==================== gpio_ctrl
Figure 1. Metal layers overlaid (gpio_ctrl).
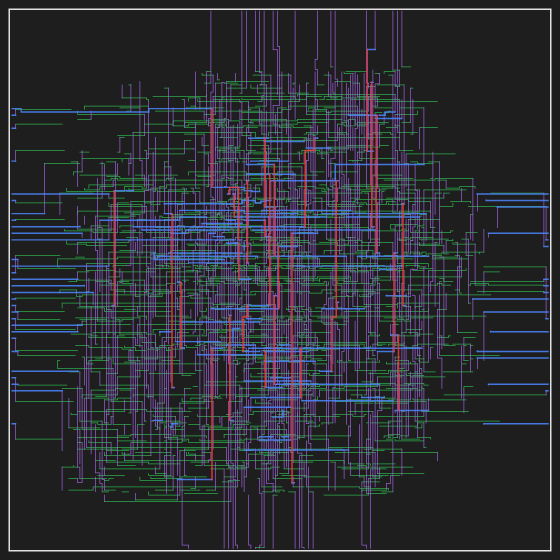
Figure 2. Signal metal coverage by tile (gpio_ctrl).
22 x 22 tiles, from black (low) to pale yellow (high), scaled to the fullest tile. Values are wire area over tile area, all layers added.
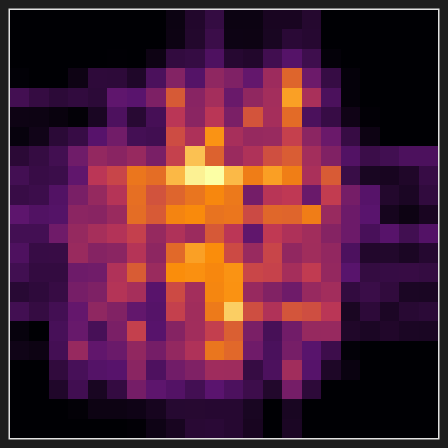
$ cat config.mk
export PLATFORM = sky130hd
export DESIGN_NAME = gpio_ctrl
export DESIGN_NICKNAME = d
export VERILOG_FILES = /design/src/rtl/gpio_ctrl.sv
export SDC_FILE = /design/constraint.sdc
export NUM_CORES = 1
export LEC_CHECK = 0
export CAP_MARGIN = 20
export CORE_MARGIN = 10
export CORE_UTILIZATION = 50
export CTS_CLUSTER_DIAMETER = 80
export DETAILED_ROUTE_END_ITERATION = 10
export HOLD_SLACK_MARGIN = 0.02
export PLACE_DENSITY = 0.81
export SYNTH_ARGS = -nofsm -noshare
export SYNTH_HDL_FRONTEND = slang
export SYNTH_SLANG_ARGS = --single-unit
$ cat constraint.sdc
create_clock -name clk -period 1.51 [get_ports clk]
set_input_delay 0.453 -clock clk [delete_from_list [all_inputs] [get_ports clk]]
set_output_delay 0.453 -clock clk [all_outputs]
set_load 0.01 [all_outputs]
$ cat src/rtl/gpio_ctrl.sv
// gpio_ctrl: register-programmed pad controller for one GPIO bank, with synchronized inputs and W1C rising-edge interrupts.
// Optional feature macro GPIO_DEBOUNCE_EN adds a per-pin stable-count filter between the synchronizer and IN.
module gpio_ctrl #(
    parameter int N               = 8,
    parameter int DEBOUNCE_CYCLES = 4
) (
    input  logic         clk,
    input  logic         rst_n,
    input  logic         wr,
    input  logic         rd,
    input  logic [3:0]   addr,
    input  logic [N-1:0] wdata,
    output logic [N-1:0] rdata,
    output logic [N-1:0] pullup_en,
    output logic [N-1:0] pulldown_en,
    output logic [N-1:0] output_en,
    output logic [N-1:0] output_val,
    output logic [N-1:0] slew_limit_en,
    output logic [N-1:0] input_en,
    input  logic [N-1:0] input_val,
    output logic         irq
);

    localparam logic [3:0] ADDR_OE   = 4'd0;
    localparam logic [3:0] ADDR_OUT  = 4'd1;
    localparam logic [3:0] ADDR_IN   = 4'd2;
    localparam logic [3:0] ADDR_PUE  = 4'd3;
    localparam logic [3:0] ADDR_PDE  = 4'd4;
    localparam logic [3:0] ADDR_INEN = 4'd5;
    localparam logic [3:0] ADDR_SLEW = 4'd6;
    localparam logic [3:0] ADDR_IEN  = 4'd7;
    localparam logic [3:0] ADDR_FLAG = 4'd8;

    if (N < 1 || N > 32 || DEBOUNCE_CYCLES < 2 || DEBOUNCE_CYCLES > 255) begin : g_param_check
        $error("gpio_ctrl: parameter out of range");
    end

    logic [N-1:0] oe_q;
    logic [N-1:0] out_q;
    logic [N-1:0] pue_q;
    logic [N-1:0] pde_q;
    logic [N-1:0] inen_q;
    logic [N-1:0] slew_q;
    logic [N-1:0] ien_q;
    logic [N-1:0] flag_q;
    logic [N-1:0] flag_d;
    logic [N-1:0] rdata_q;
    logic [N-1:0] rdata_d;
    logic [N-1:0] s1_q;
    logic [N-1:0] s2_q;
    logic [N-1:0] prev_q;
    logic [N-1:0] filt;
    logic [N-1:0] rise;

`ifdef GPIO_DEBOUNCE_EN
    // filt only follows s2 once s2 has disagreed with it for DEBOUNCE_CYCLES consecutive cycles.
    localparam logic [7:0] DB_LAST = 8'(DEBOUNCE_CYCLES - 1);

    logic [N-1:0] filt_q;
    logic [7:0]   cnt_q [N];

    always_ff @(posedge clk or negedge rst_n) begin
        if (!rst_n) begin
            filt_q <= '0;
            for (int i = 0; i < N; i++) cnt_q[i] <= '0;
        end else begin
            for (int i = 0; i < N; i++) begin
                if (s2_q[i] == filt_q[i]) begin
                    cnt_q[i] <= '0;
                end else if (cnt_q[i] == DB_LAST) begin
                    filt_q[i] <= s2_q[i];
                    cnt_q[i]  <= '0;
                end else begin
                    cnt_q[i] <= cnt_q[i] + 8'd1;
                end
            end
        end
    end

    assign filt = filt_q;
`else
    assign filt = s2_q;
`endif

    assign rise = filt & ~prev_q & inen_q;

    // A new rise on the same edge as a W1C clear must leave the flag set.
    always_comb begin
        flag_d = flag_q;
        if (wr && addr == ADDR_FLAG) flag_d = flag_d & ~wdata;
        flag_d = flag_d | (rise & ien_q);
    end

    always_comb begin
        rdata_d = '0;
        case (addr)
            ADDR_OE:   rdata_d = oe_q;
            ADDR_OUT:  rdata_d = out_q;
            ADDR_IN:   rdata_d = filt;
            ADDR_PUE:  rdata_d = pue_q;
            ADDR_PDE:  rdata_d = pde_q;
            ADDR_INEN: rdata_d = inen_q;
            ADDR_SLEW: rdata_d = slew_q;
            ADDR_IEN:  rdata_d = ien_q;
            ADDR_FLAG: rdata_d = flag_q;
            default:   rdata_d = '0;
        endcase
    end

    always_ff @(posedge clk or negedge rst_n) begin
        if (!rst_n) begin
            oe_q    <= '0;
            out_q   <= '0;
            pue_q   <= '0;
            pde_q   <= '0;
            inen_q  <= '0;
            slew_q  <= '0;
            ien_q   <= '0;
            flag_q  <= '0;
            rdata_q <= '0;
            s1_q    <= '0;
            s2_q    <= '0;
            prev_q  <= '0;
        end else begin
            if (wr) begin
                case (addr)
                    ADDR_OE:   oe_q   <= wdata;
                    ADDR_OUT:  out_q  <= wdata;
                    ADDR_PUE:  pue_q  <= wdata;
                    ADDR_PDE:  pde_q  <= wdata;
                    ADDR_INEN: inen_q <= wdata;
                    ADDR_SLEW: slew_q <= wdata;
                    ADDR_IEN:  ien_q  <= wdata;
                    default:   ;
                endcase
            end
            // Register reads sample the pre-write state, so a same-cycle wr+rd returns the old value.
            if (rd) rdata_q <= rdata_d;
            flag_q <= flag_d;
            s1_q   <= input_val;
            s2_q   <= s1_q;
            prev_q <= filt;
        end
    end

    assign rdata         = rdata_q;
    assign output_en     = oe_q;
    assign output_val    = out_q;
    assign pullup_en     = pue_q;
    assign pulldown_en   = pde_q & ~pue_q;
    assign input_en      = inen_q;
    assign slew_limit_en = slew_q;
    assign irq           = |flag_q;

endmodule
==> run notes <==
Reports from this run.

- The critical register-to-register path endpoint reads rdata[2].
- The antenna violation net count after detailed routing is 0.
- The largest net degree at the start of global routing reads 33.
- The checks that failed: negative setup slack.
- The count of buffer and inverter cells on the critical path is 1.
- The reported net switching power is 2.48 mW.
- The finished layout holds between 600 and 700 standard cells, fillers aside.
- The routed design shows a wire length per standard cell of about 23 um.
- met2 track demand over resource after global routing is a little over a third.
- The worst setup slack after layout reads -0.298 ns.
- Yosys attributes the largest share of cell area to sky130_fd_sc_hd__dfrtp_1 57%, sky130_fd_sc_hd__mux2_2 15%, sky130_fd_sc_hd__mux2i_1 3.6%.
- The number of diodes added for antenna fixing is 0.
- For reference, the clock transition at the flip-flops on the worst setup and hold paths is 0.10 ns.
- The met3 capacity usage during global routing is 6.12%.
- Per the summary, power density relative to cell area is 1260 nW/um2.
- The largest driver fanout on the critical path reads 2.
- The core footprint reads 8220 um2.
- The share of synthesized registers carrying an async set or reset is 100%.
- The area enclosed by the die boundary is 12500 um2.
- The timing report gives the worst reg2reg path a setup slack of 0.05 ns.
- The layout buffer count excluding clock buffers is between 200 and 250.
- The vertical die dimension is 112 um.
- Measured in cells, the most critical reg-to-reg path has a length of 6.
- After detailed routing, the met2 layer carries approximately 7 mm of wire.
- The worst hold path belongs to the class in -> async.
- The number of antenna violations at the first check in global routing came to 0.
- The share of layout cells above drive strength 1 reads 49.0%.
- The register area is 2400 um2.
- CTS saw 96 sinks.
- The capturing instance or port of the critical path is irq.
- On the worst path, the slowest cell contributes a delay of 0.44 ns.
- The number of I/O pins is 81.
- The cell count listed in synth_stat.txt reads around 320.
- The flow ran to the end, but the final reports show violations.
- The number of setup violations in the final report is 10.
- The CTS tree reads built.
- The peak clock frequency supported by timing reads around 0.55 GHz.
- Sequential elements use between 50% and 60% of the synthesized area.
- Post-CTS repair changed the size of 163 cells.
## Picture notes: Figure 1
metal 4: shown in red, wire length 554 um. metal 2: shown in purple, wire length 6970 um. metal 1: shown in green, wire length 5520 um. metal 3: shown in blue, wire length 1220 um.

## Picture notes: Figure 2
The mean over all tiles is 0.19. 23% of the tiles are nearly empty. The fullest tile reaches 0.78. The densest ninth of the die: centre. 15% of the tiles are over half the peak.

synth_stat cells, types with 4 or more instances:
cell / number
sky130_fd_sc_hd__a21oi_1: 7
sky130_fd_sc_hd__and2_1: 4
sky130_fd_sc_hd__nand3b_1: 7
sky130_fd_sc_hd__o2bb2ai_1: 4
sky130_fd_sc_hd__nor2b_1: 17
sky130_fd_sc_hd__a22oi_1: 4
sky130_fd_sc_hd__inv_1: 6
sky130_fd_sc_hd__o21ai_0: 7
sky130_fd_sc_hd__o221ai_1: 4
sky130_fd_sc_hd__a32o_1: 8
sky130_fd_sc_hd__mux2_2: 57
sky130_fd_sc_hd__dfrtp_1: 96
sky130_fd_sc_hd__mux2i_1: 15
sky130_fd_sc_hd__nand2_1: 19
sky130_fd_sc_hd__buf_2: 7
flip-flops by register name, summed over array words and instances, names as in the netlist:
register and count:
flag_q 8, pullup_en 8, input_en 8, output_val 8, filt 8, s1_q 8
prev_q 8, output_en 8, pde_q 8, ien_q 8, rdata 8, slew_limit_en 8

==================== reduce_gate_pipe
===== config.mk =====
export PLATFORM = sky130hd
export DESIGN_NAME = reduce_gate_pipe
export DESIGN_NICKNAME = d
export VERILOG_FILES = /design/src/rtl/reduce_gate_pipe.sv
export SDC_FILE = /design/constraint.sdc
export NUM_CORES = 1
export LEC_CHECK = 0
export CORE_MARGIN = 2
export CORE_UTILIZATION = 45
export DETAILED_ROUTE_END_ITERATION = 16
export GPL_TIMING_DRIVEN = 1
export PLACE_DENSITY = 0.7
export SLEW_MARGIN = 10
export SYNTH_ARGS = -nofsm -noshare
export SYNTH_HDL_FRONTEND = slang
export SYNTH_SLANG_ARGS = --single-unit

===== constraint.sdc =====
create_clock -name clk -period 1.7 [get_ports clk]
set_clock_uncertainty 0.15 [all_clocks]
set_input_delay 0.255 -clock clk [delete_from_list [all_inputs] [get_ports clk]]
set_output_delay 0.255 -clock clk [all_outputs]
set_load 0.1 [all_outputs]

===== src/rtl/reduce_gate_pipe.sv =====
// Pipelined N_IN-bit AND/OR/XOR/EQ reduction with optional inversion and valid tagging.
// Optional saturating hit counter enabled by defining REDUCE_GATE_HIT_CNT_EN.
module reduce_gate_pipe #(
    parameter int N_IN  = 16,
    parameter int LEAF  = 4,
    parameter int CNT_W = 8
) (
    input  logic             clk,
    input  logic             rst,
    input  logic             in_valid,
    input  logic [N_IN-1:0]  in_data,
    input  logic [1:0]       op,
    input  logic             inv,
    output logic             out_valid,
    output logic             out_bit,
    output logic [CNT_W-1:0] hit_cnt,
    input  logic             hit_clr
);

    // Width of the partial vectors after s tree levels.
    function automatic int lvl_w(input int s);
        int w;
        w = N_IN;
        for (int i = 0; i < s; i++) begin
            w = (w + LEAF - 1) / LEAF;
        end
        return w;
    endfunction

    function automatic int calc_stages();
        int w;
        int n;
        w = N_IN;
        n = 0;
        for (int i = 0; i < 32; i++) begin
            if (w > 1) begin
                w = (w + LEAF - 1) / LEAF;
                n = n + 1;
            end
        end
        return (n < 1) ? 1 : n;
    endfunction

    localparam int STAGES = calc_stages();

    logic            in_vld_q;
    logic [N_IN-1:0] in_data_q;
    logic [1:0]      in_op_q;
    logic            in_inv_q;

    // Input capture; data only loads on valid so ignored (possibly X) inputs never enter the tree.
    always_ff @(posedge clk or posedge rst) begin
        if (rst) begin
            in_vld_q  <= 1'b0;
            in_data_q <= {N_IN{1'b0}};
            in_op_q   <= 2'b00;
            in_inv_q  <= 1'b0;
        end else begin
            in_vld_q <= in_valid;
            if (in_valid) begin
                in_data_q <= in_data;
                in_op_q   <= op;
                in_inv_q  <= inv;
            end
        end
    end

    for (genvar s = 0; s < STAGES; s++) begin : gen_stage
        localparam int W_IN  = lvl_w(s);
        localparam int W_OUT = lvl_w(s + 1);

        logic [W_IN-1:0]  pa_s, po_s, px_s;
        logic             pv_s;
        logic [1:0]       pop_s;
        logic             pinv_s;
        logic [W_OUT-1:0] and_d, or_d, xor_d;
        logic [W_OUT-1:0] and_q, or_q, xor_q;
        logic             vld_q;
        logic [1:0]       op_q;
        logic             inv_q;

        if (s == 0) begin : gen_src_in
            assign pa_s   = in_data_q;
            assign po_s   = in_data_q;
            assign px_s   = in_data_q;
            assign pv_s   = in_vld_q;
            assign pop_s  = in_op_q;
            assign pinv_s = in_inv_q;
        end else begin : gen_src_prev
            assign pa_s   = gen_stage[s-1].and_q;
            assign po_s   = gen_stage[s-1].or_q;
            assign px_s   = gen_stage[s-1].xor_q;
            assign pv_s   = gen_stage[s-1].vld_q;
            assign pop_s  = gen_stage[s-1].op_q;
            assign pinv_s = gen_stage[s-1].inv_q;
        end

        for (genvar g = 0; g < W_OUT; g++) begin : gen_node
            logic [LEAF-1:0] la_s, lo_s, lx_s;
            for (genvar j = 0; j < LEAF; j++) begin : gen_leaf
                if (g * LEAF + j < W_IN) begin : gen_real
                    assign la_s[j] = pa_s[g*LEAF+j];
                    assign lo_s[j] = po_s[g*LEAF+j];
                    assign lx_s[j] = px_s[g*LEAF+j];
                end else begin : gen_pad
                    // Identity padding for ragged groups.
                    assign la_s[j] = 1'b1;
                    assign lo_s[j] = 1'b0;
                    assign lx_s[j] = 1'b0;
                end
            end
            assign and_d[g] = &la_s;
            assign or_d[g]  = |lo_s;
            assign xor_d[g] = ^lx_s;
        end

        // Tree level register; valid always shifts, partials and tags hold across bubbles.
        always_ff @(posedge clk or posedge rst) begin
            if (rst) begin
                vld_q <= 1'b0;
                and_q <= {W_OUT{1'b0}};
                or_q  <= {W_OUT{1'b0}};
                xor_q <= {W_OUT{1'b0}};
                op_q  <= 2'b00;
                inv_q <= 1'b0;
            end else begin
                vld_q <= pv_s;
                if (pv_s) begin
                    and_q <= and_d;
                    or_q  <= or_d;
                    xor_q <= xor_d;
                    op_q  <= pop_s;
                    inv_q <= pinv_s;
                end
            end
        end
    end

    logic last_and_s, last_or_s, last_xor_s, last_vld_s, last_inv_s;
    logic [1:0] last_op_s;
    logic r_s;
    logic out_valid_q, out_bit_q;

    assign last_and_s = gen_stage[STAGES-1].and_q[0];
    assign last_or_s  = gen_stage[STAGES-1].or_q[0];
    assign last_xor_s = gen_stage[STAGES-1].xor_q[0];
    assign last_vld_s = gen_stage[STAGES-1].vld_q;
    assign last_op_s  = gen_stage[STAGES-1].op_q;
    assign last_inv_s = gen_stage[STAGES-1].inv_q;

    // Final function select from the fully reduced partials.
    always_comb begin
        r_s = 1'b0;
        case (last_op_s)
            2'b00:   r_s = last_and_s;
            2'b01:   r_s = last_or_s;
            2'b10:   r_s = last_xor_s;
            2'b11:   r_s = last_and_s | ~last_or_s;
            default: r_s = 1'b0;
        endcase
    end

    // Output register; out_bit holds its last value during bubbles.
    always_ff @(posedge clk or posedge rst) begin
        if (rst) begin
            out_valid_q <= 1'b0;
            out_bit_q   <= 1'b0;
        end else begin
            out_valid_q <= last_vld_s;
            if (last_vld_s) begin
                out_bit_q <= r_s ^ last_inv_s;
            end
        end
    end

    assign out_valid = out_valid_q;
    assign out_bit   = out_bit_q;

`ifdef REDUCE_GATE_HIT_CNT_EN
    logic [CNT_W-1:0] hit_cnt_q;

    // Saturating count of results equal to 1; clear wins over increment.
    always_ff @(posedge clk or posedge rst) begin
        if (rst) begin
            hit_cnt_q <= {CNT_W{1'b0}};
        end else if (hit_clr) begin
            hit_cnt_q <= {CNT_W{1'b0}};
        end else if (out_valid_q && out_bit_q && (hit_cnt_q != {CNT_W{1'b1}})) begin
            hit_cnt_q <= hit_cnt_q + {{(CNT_W-1){1'b0}}, 1'b1};
        end else begin
            hit_cnt_q <= hit_cnt_q;
        end
    end

    assign hit_cnt = hit_cnt_q;
`else
    logic hit_clr_unused;
    assign hit_clr_unused = hit_clr;
    assign hit_cnt        = {CNT_W{1'b0}};
`endif

endmodule


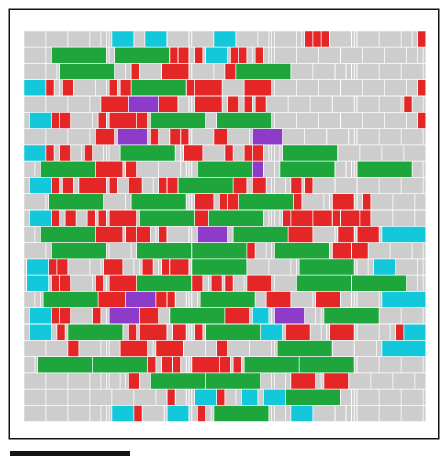
Figure 3: reduce_gate_pipe, cell classes on the final placement.
The bar under the picture is 20 um long. Fill, decap, tap and diode cells in grey.
combinational and other logic: shown in red, cells 136. clock drivers and dummy loads: shown in purple, cells 8. other buffers and delay cells: shown in cyan, cells 26. flops: shown in green, cells 45.
fraction of area in registers: 46.4%
area inside the core boundary: 4380 um2
number of cell rows: 24
core utilization of the finished layout: 55.4%
fin area: 2430 um2

==> run notes <==
Reports from this run.

- The global routing report lists met2 layer usage as 20.7%.
- Entering global routing, the biggest net connects 46 pins.
- The internal reg-to-reg setup slack is between 0.4 and 0.5 ns.
- The leakage power in the latest report is about 1.1 nW.
- The largest driver fanout on the critical path reads 2.
- The area enclosed by the die boundary is ~5100 um2.
- The floorplan-stage core utilization reads 46.7%.
- The iteration tally of the first detailed-router pass is 4.
- The combinational logic power is 0.594 mW.
- The overall routed net length reads 2.88 mm.
- The arrival time of data at the worst endpoint is listed as slightly below 0.9 ns.
- After synthesis, the largest family of logic cells by area is adder cells.
- The cell area after synthesis reads approximately 2000 um2.
- Prior to clock tree synthesis, the placed netlist has a worst setup slack of between 0.1 and 0.15 ns.
- The number of vias per cell after detailed routing reads about 4.7.
- Setup slack closes at between 0.4 and 0.5 ns.
- Summed over all nets, the half-perimeter wirelength after detailed placement is 2.09 mm.
- The register bit count reported by yosys reads 45.
- The vertical die dimension is 71.5 um.
- The synthesized netlist was found by Yosys to have 190 cells.
- The tally of unique sky130hd cells used after synthesis is 24.
- For this run, the slowest stage of the critical path takes 0.41 ns.
- The cell count along the critical path reads 1.
- Cell internal power was estimated by the tool at roughly 1.8 mW.
- The number of global-route vias before repair is 1176.
- The signed area change from the synthesized netlist to the final layout reads 18.5%.
- The clock network fraction of design power is 26.9%.
- The report puts the hold buffer count at CTS at 0.
- The run finished with clean final reports.
- The number of slew-limit violations in the final report reads 0.
- CTS reports a maximum clock tree buffer depth of 2.
## sequential cells by signal (all words and copies together), names as in the netlist
signal and count:
gen_stage.and_q 5, gen_stage.inv_q 2, gen_stage.op_q 4, gen_stage.or_q 5, gen_stage.pa_s 16, gen_stage.pinv_s 1
gen_stage.pop_s 2, gen_stage.pv_s 1, gen_stage.vld_q 2, gen_stage.xor_q 5, out_bit 1, out_valid 1
## area by class of cell
cell class | count | area (um2)
Timing Repair Buffer | 26 | 285
Tap cell | 52 | 65.1
Clock inverter | 1 | 5.00
Multi-Input combinational cell | 113 | 764
Fill cell | 375 | 1960
Clock buffer | 7 | 96.3
Inverter | 23 | 86.3
Sequential cell | 45 | 1130
## through the flow
| stage | power (mW) | hold slack (ns) | instances | cell area (um2) |
|---|---|---|---|---|
| final | 2.58 | 0.176 | 267 | 2430 |
| after floorplan | 1.76 | 0.136 | 197 | 2080 |
| after CTS | 2.62 | 0.181 | 267 | 2430 |
| after detailed placement | 1.92 | 0.295 | 259 | 2330 |
| after global routing | 2.75 | 0.169 | 267 | 2430 |
| after global placement | 1.91 | 0.290 | 259 | 2330 |

==================== uart_tx_scheduler
<file path="src/rtl/uart_pkg.sv">
// Shared types and helpers for the UART transmit scheduler.
// Holds the frame FSM state encoding, data width and the parity helper.
package uart_pkg;

  typedef enum logic [2:0] {IDLE, START, DATA, PARITY, STOP} uart_tx_state_t;

  localparam int UART_DATA_BITS = 8;

  function automatic logic even_parity(input logic [7:0] d);
    return ^d;
  endfunction

endpackage

</file>
<file path="src/rtl/uart_tx_scheduler_rr_arbiter.sv">
// Combinational round-robin arbiter: first asserted request at or above ptr,
// wrapping at N. The pointer register lives in the caller.
module rr_arbiter #(
  parameter int N = 4,
  localparam int IW = $clog2(N)
) (
  input  logic [N-1:0]  req,
  input  logic [IW-1:0] ptr,
  output logic [N-1:0]  grant,
  output logic [IW-1:0] grant_idx,
  output logic          any
);

  always_comb begin
    int j;
    grant     = '0;
    grant_idx = '0;
    any       = 1'b0;
    j         = 0;
    for (int i = 0; i < N; i++) begin
      j = int'(ptr) + i;
      if (j >= N) j = j - N;
      if (!any && req[j]) begin
        any       = 1'b1;
        grant[j]  = 1'b1;
        grant_idx = IW'(j);
      end
    end
  end

endmodule

</file>
<file path="src/rtl/uart_tx_scheduler.sv">
// Shares one UART TX line among NUM_REQ byte producers: round-robin pick in
// IDLE, then a registered start/data/parity/stop frame sequencer.
module uart_tx_scheduler #(
  parameter int NUM_REQ      = 4,
  parameter int CLKS_PER_BIT = 868,
  parameter int PARITY_EN    = 1
) (
  input  logic                       clk,
  input  logic                       reset,
  input  logic [NUM_REQ-1:0]         req_valid,
  input  logic [8*NUM_REQ-1:0]       req_data,
  output logic [NUM_REQ-1:0]         req_ready,
  output logic                       tx,
  output logic                       busy,
  output logic [$clog2(NUM_REQ)-1:0] grant_id,
  output logic                       frame_done
);
  import uart_pkg::*;

  localparam int IW = $clog2(NUM_REQ);
  localparam int BW = $clog2(CLKS_PER_BIT);
  localparam logic [BW-1:0] BAUD_LAST = BW'(CLKS_PER_BIT - 1);
  localparam logic [2:0]    BIT_LAST  = 3'(UART_DATA_BITS - 1);

  // Handshake: a byte moves when req_valid[i] & req_ready[i] on a rising edge.
  // req_ready is one-hot, only in IDLE, and forced low while reset is high.

  uart_tx_state_t state, state_next;
  logic [BW-1:0]  baud, baud_next;
  logic [2:0]     bit_cnt, bit_next;
  logic [7:0]     shift, shift_next;
  logic           par_bit, par_next;
  logic [IW-1:0]  ptr, ptr_next;
  logic [IW-1:0]  grant_next;
  logic           tx_next;
  logic           bit_end;

  logic [NUM_REQ-1:0] win_onehot;
  logic [IW-1:0]      win_idx;
  logic               win_any;
  logic [7:0]         req_bytes [NUM_REQ];

  for (genvar g = 0; g < NUM_REQ; g++) begin : g_unpack
    assign req_bytes[g] = req_data[8*g +: 8];
  end

  rr_arbiter #(.N(NUM_REQ)) u_arb (
    .req       (req_valid),
    .ptr       (ptr),
    .grant     (win_onehot),
    .grant_idx (win_idx),
    .any       (win_any)
  );

  assign bit_end    = (baud == BAUD_LAST);
  assign busy       = (state != IDLE);
  assign frame_done = (state == STOP) && bit_end;
  assign req_ready  = (state == IDLE && !reset) ? win_onehot : '0;

  always_comb begin
    state_next = state;
    baud_next  = baud;
    bit_next   = bit_cnt;
    shift_next = shift;
    par_next   = par_bit;
    ptr_next   = ptr;
    grant_next = grant_id;
    tx_next    = 1'b1;
    case (state)
      IDLE: begin
        if (win_any) begin
          shift_next = req_bytes[win_idx];
          par_next   = even_parity(req_bytes[win_idx]);
          grant_next = win_idx;
          ptr_next   = (win_idx == IW'(NUM_REQ - 1)) ? '0 : win_idx + IW'(1);
          baud_next  = '0;
          bit_next   = '0;
          state_next = START;
        end
      end
      START: begin
        baud_next = bit_end ? '0 : baud + BW'(1);
        if (bit_end) state_next = DATA;
      end
      DATA: begin
        baud_next = bit_end ? '0 : baud + BW'(1);
        if (bit_end) begin
          if (bit_cnt == BIT_LAST) begin
            state_next = (PARITY_EN != 0) ? PARITY : STOP;
          end else begin
            bit_next   = bit_cnt + 3'd1;
            shift_next = {1'b0, shift[7:1]};
          end
        end
      end
      PARITY: begin
        baud_next = bit_end ? '0 : baud + BW'(1);
        if (bit_end) state_next = STOP;
      end
      STOP: begin
        baud_next = bit_end ? '0 : baud + BW'(1);
        if (bit_end) state_next = IDLE;
      end
      default: state_next = IDLE;
    endcase
    // tx is registered, so decode it from the state being entered.
    case (state_next)
      START:   tx_next = 1'b0;
      DATA:    tx_next = shift_next[0];
      PARITY:  tx_next = par_next;
      default: tx_next = 1'b1;
    endcase
  end

  always_ff @(posedge clk) begin
    if (reset) begin
      state    <= IDLE;
      baud     <= '0;
      bit_cnt  <= '0;
      shift    <= '0;
      par_bit  <= 1'b0;
      ptr      <= '0;
      grant_id <= '0;
      tx       <= 1'b1;
    end else begin
      state    <= state_next;
      baud     <= baud_next;
      bit_cnt  <= bit_next;
      shift    <= shift_next;
      par_bit  <= par_next;
      ptr      <= ptr_next;
      grant_id <= grant_next;
      tx       <= tx_next;
    end
  end

endmodule

</file>
<file path="config.mk">
export PLATFORM = sky130hd
export DESIGN_NAME = uart_tx_scheduler
export DESIGN_NICKNAME = d
export VERILOG_FILES = /design/src/rtl/uart_pkg.sv /design/src/rtl/uart_tx_scheduler_rr_arbiter.sv /design/src/rtl/uart_tx_scheduler.sv
export SDC_FILE = /design/constraint.sdc
export NUM_CORES = 1
export LEC_CHECK = 0
export CAP_MARGIN = 20
export CORE_UTILIZATION = 45
export DETAILED_ROUTE_END_ITERATION = 12
export PLACE_DENSITY = 0.68
export SLEW_MARGIN = 10
export SYNTH_ARGS = -nofsm -noshare
export SYNTH_HDL_FRONTEND = slang
export SYNTH_SLANG_ARGS = --single-unit
</file>
<file path="constraint.sdc">
create_clock -name clk -period 3.5 [get_ports clk]
set_clock_uncertainty 0.2 [all_clocks]
set_input_delay 0.525 -clock clk [delete_from_list [all_inputs] [get_ports clk]]
set_output_delay 0.525 -clock clk [all_outputs]
set_load 0.02 [all_outputs]
</file>
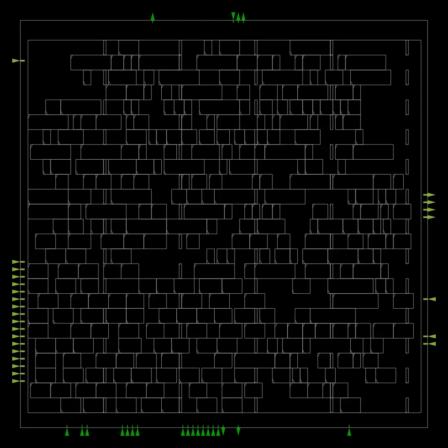
Figure 4: uart_tx_scheduler, placed standard cells.
fraction of area in registers: 20.2%
Flop Count: 30
number of filler cells placed in the layout: 458
post-route insts no fill: 389
area inside the core boundary: 4880 um2

==> run notes <==
Reports from this run.

- In this run the horizontal extent of the chip is 74.3 um.
- Per the timing report, the achievable frequency comes out to 0.301 GHz.
- The largest driver fanout on the critical path reads 6.
- Compared with the post-synthesis result, the final layout area differs by 26.2%.
- The cell family contributing the most delay on the critical path reads multiplexers.
- The worst-case max-slew headroom was logged as a little over three fifths.
- Per the post-run analysis, buffers plus inverters along the critical path come to 2.
- The count of inserted tapcells is 67.
- The CTS tree is built.
- The run finished with clean final reports.
- The tool warning count reads 30.
- Setup repair after global routing left no endpoint under its margin.
- The detailed router put a total of 2.31 mm of wire on met1.
- The power report puts the leakage power at 1.07 nW.
- The synthesized design spends more area on one cell type than any other, namely sky130_fd_sc_hd__dfxtp_1.
- The highest layer touched by signal routing is met4.
- The total met2 wirelength after detailed routing reads 2.49 mm.
- The number of flip-flops in the largest register is 10.
- According to the report, the first pass of detailed routing completed in 4 iterations.
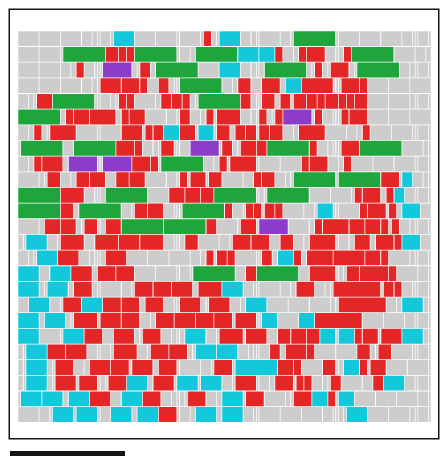
Figure 5: uart_tx_scheduler, cell classes on the final placement.
The bar under the picture is 20 um long. Fill, decap, tap and diode cells in grey.
combinational and other logic: shown in red, cells 226. other buffers and delay cells: shown in cyan, cells 60. flops: shown in green, cells 30. clock drivers and dummy loads: shown in purple, cells 6.
fin area: 2970 um2
number of cell rows: 25
core utilization of the finished layout: 60.9%

[logic make-up after synthesis]
kind of cell    share of synthesized area [%]
simple gates                             18.4
mux                                      16.1
compound gates                           15.8
xor+xnor                                 14.1
buf+inv                                  5.74
fa+ha+maj                                4.25
flops                                    25.5
[final timing paths]
| path | slack [ns] | end | cells past startpoint | startpoint |
|---|---|---|---|---|
| worst max-delay path | 0.17 | req_ready[2] | 8 | ptr[0] |
| worst min-delay path | 0.29 | grant_id[1] | 2 | grant_id[1] |
| worst max register to register | 0.53 | par_bit | 10 | ptr[0] |
| worst min register to register | 0.29 | grant_id[1] | 2 | grant_id[1] |
[power breakdown]
part	switching, mW	total [mW]	internal (mW)
clock	0.118	0.269	0.151
sequential	0.0181	0.390	0.372
combinational	0.298	0.626	0.329
[metrics by stage]
| stage | power, mW | instance area (um2) | std cells | worst slack, ns |
|---|---|---|---|---|
| floorplan | 0.890 | 2350 | 276 | 0.484 |
| global route | 1.37 | 2970 | 389 | 0.00251 |
| global placement | 1.02 | 2900 | 383 | 0.0552 |
| finish | 1.29 | 2970 | 389 | 0.174 |
| CTS | 1.30 | 2980 | 389 | 0.150 |
| detailed placement | 1.03 | 2900 | 383 | 0.0197 |


==> gallery <==
M1 wires.
Supply wires on this layer in grey.
Plate I
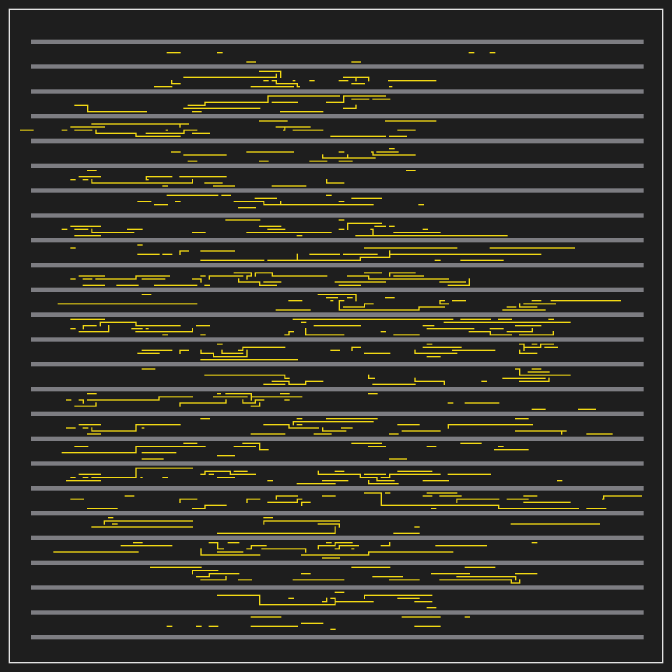
Plate II
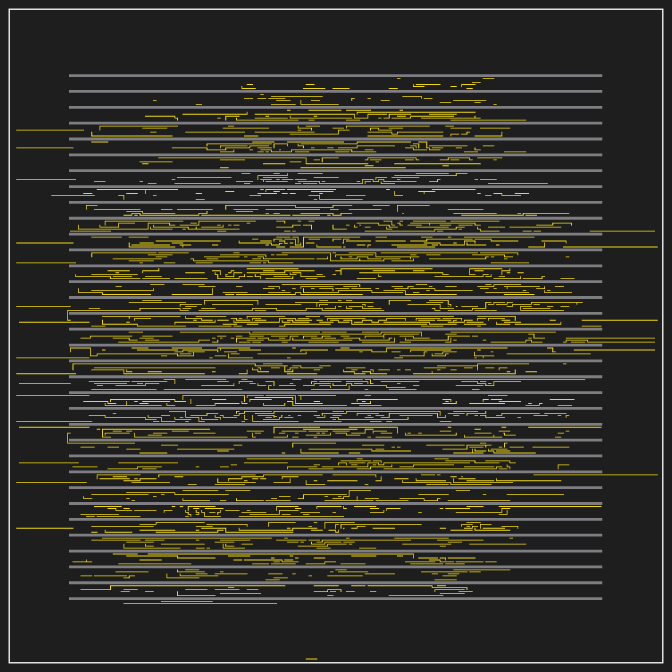
Plate III
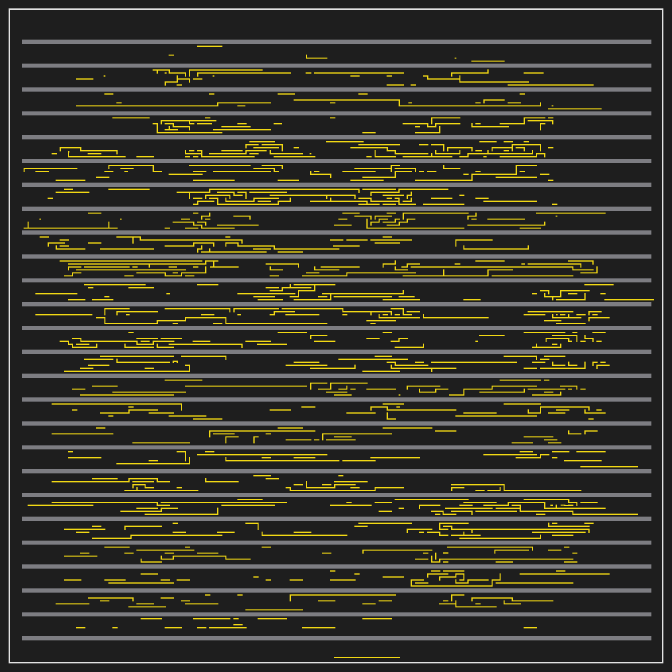
Plate I is reduce_gate_pipe.
Plate III is uart_tx_scheduler.
Plate II is gpio_ctrl.

Key to Plate I:
The wires run mostly horizontal. The longest straight run is 17.5 um. 212 nets have wire on it. The layer holds 46% of the routed length. The layer carries 1330 um of wire.

Power figures rest on the tool's default switching activity, not on a simulated workload.
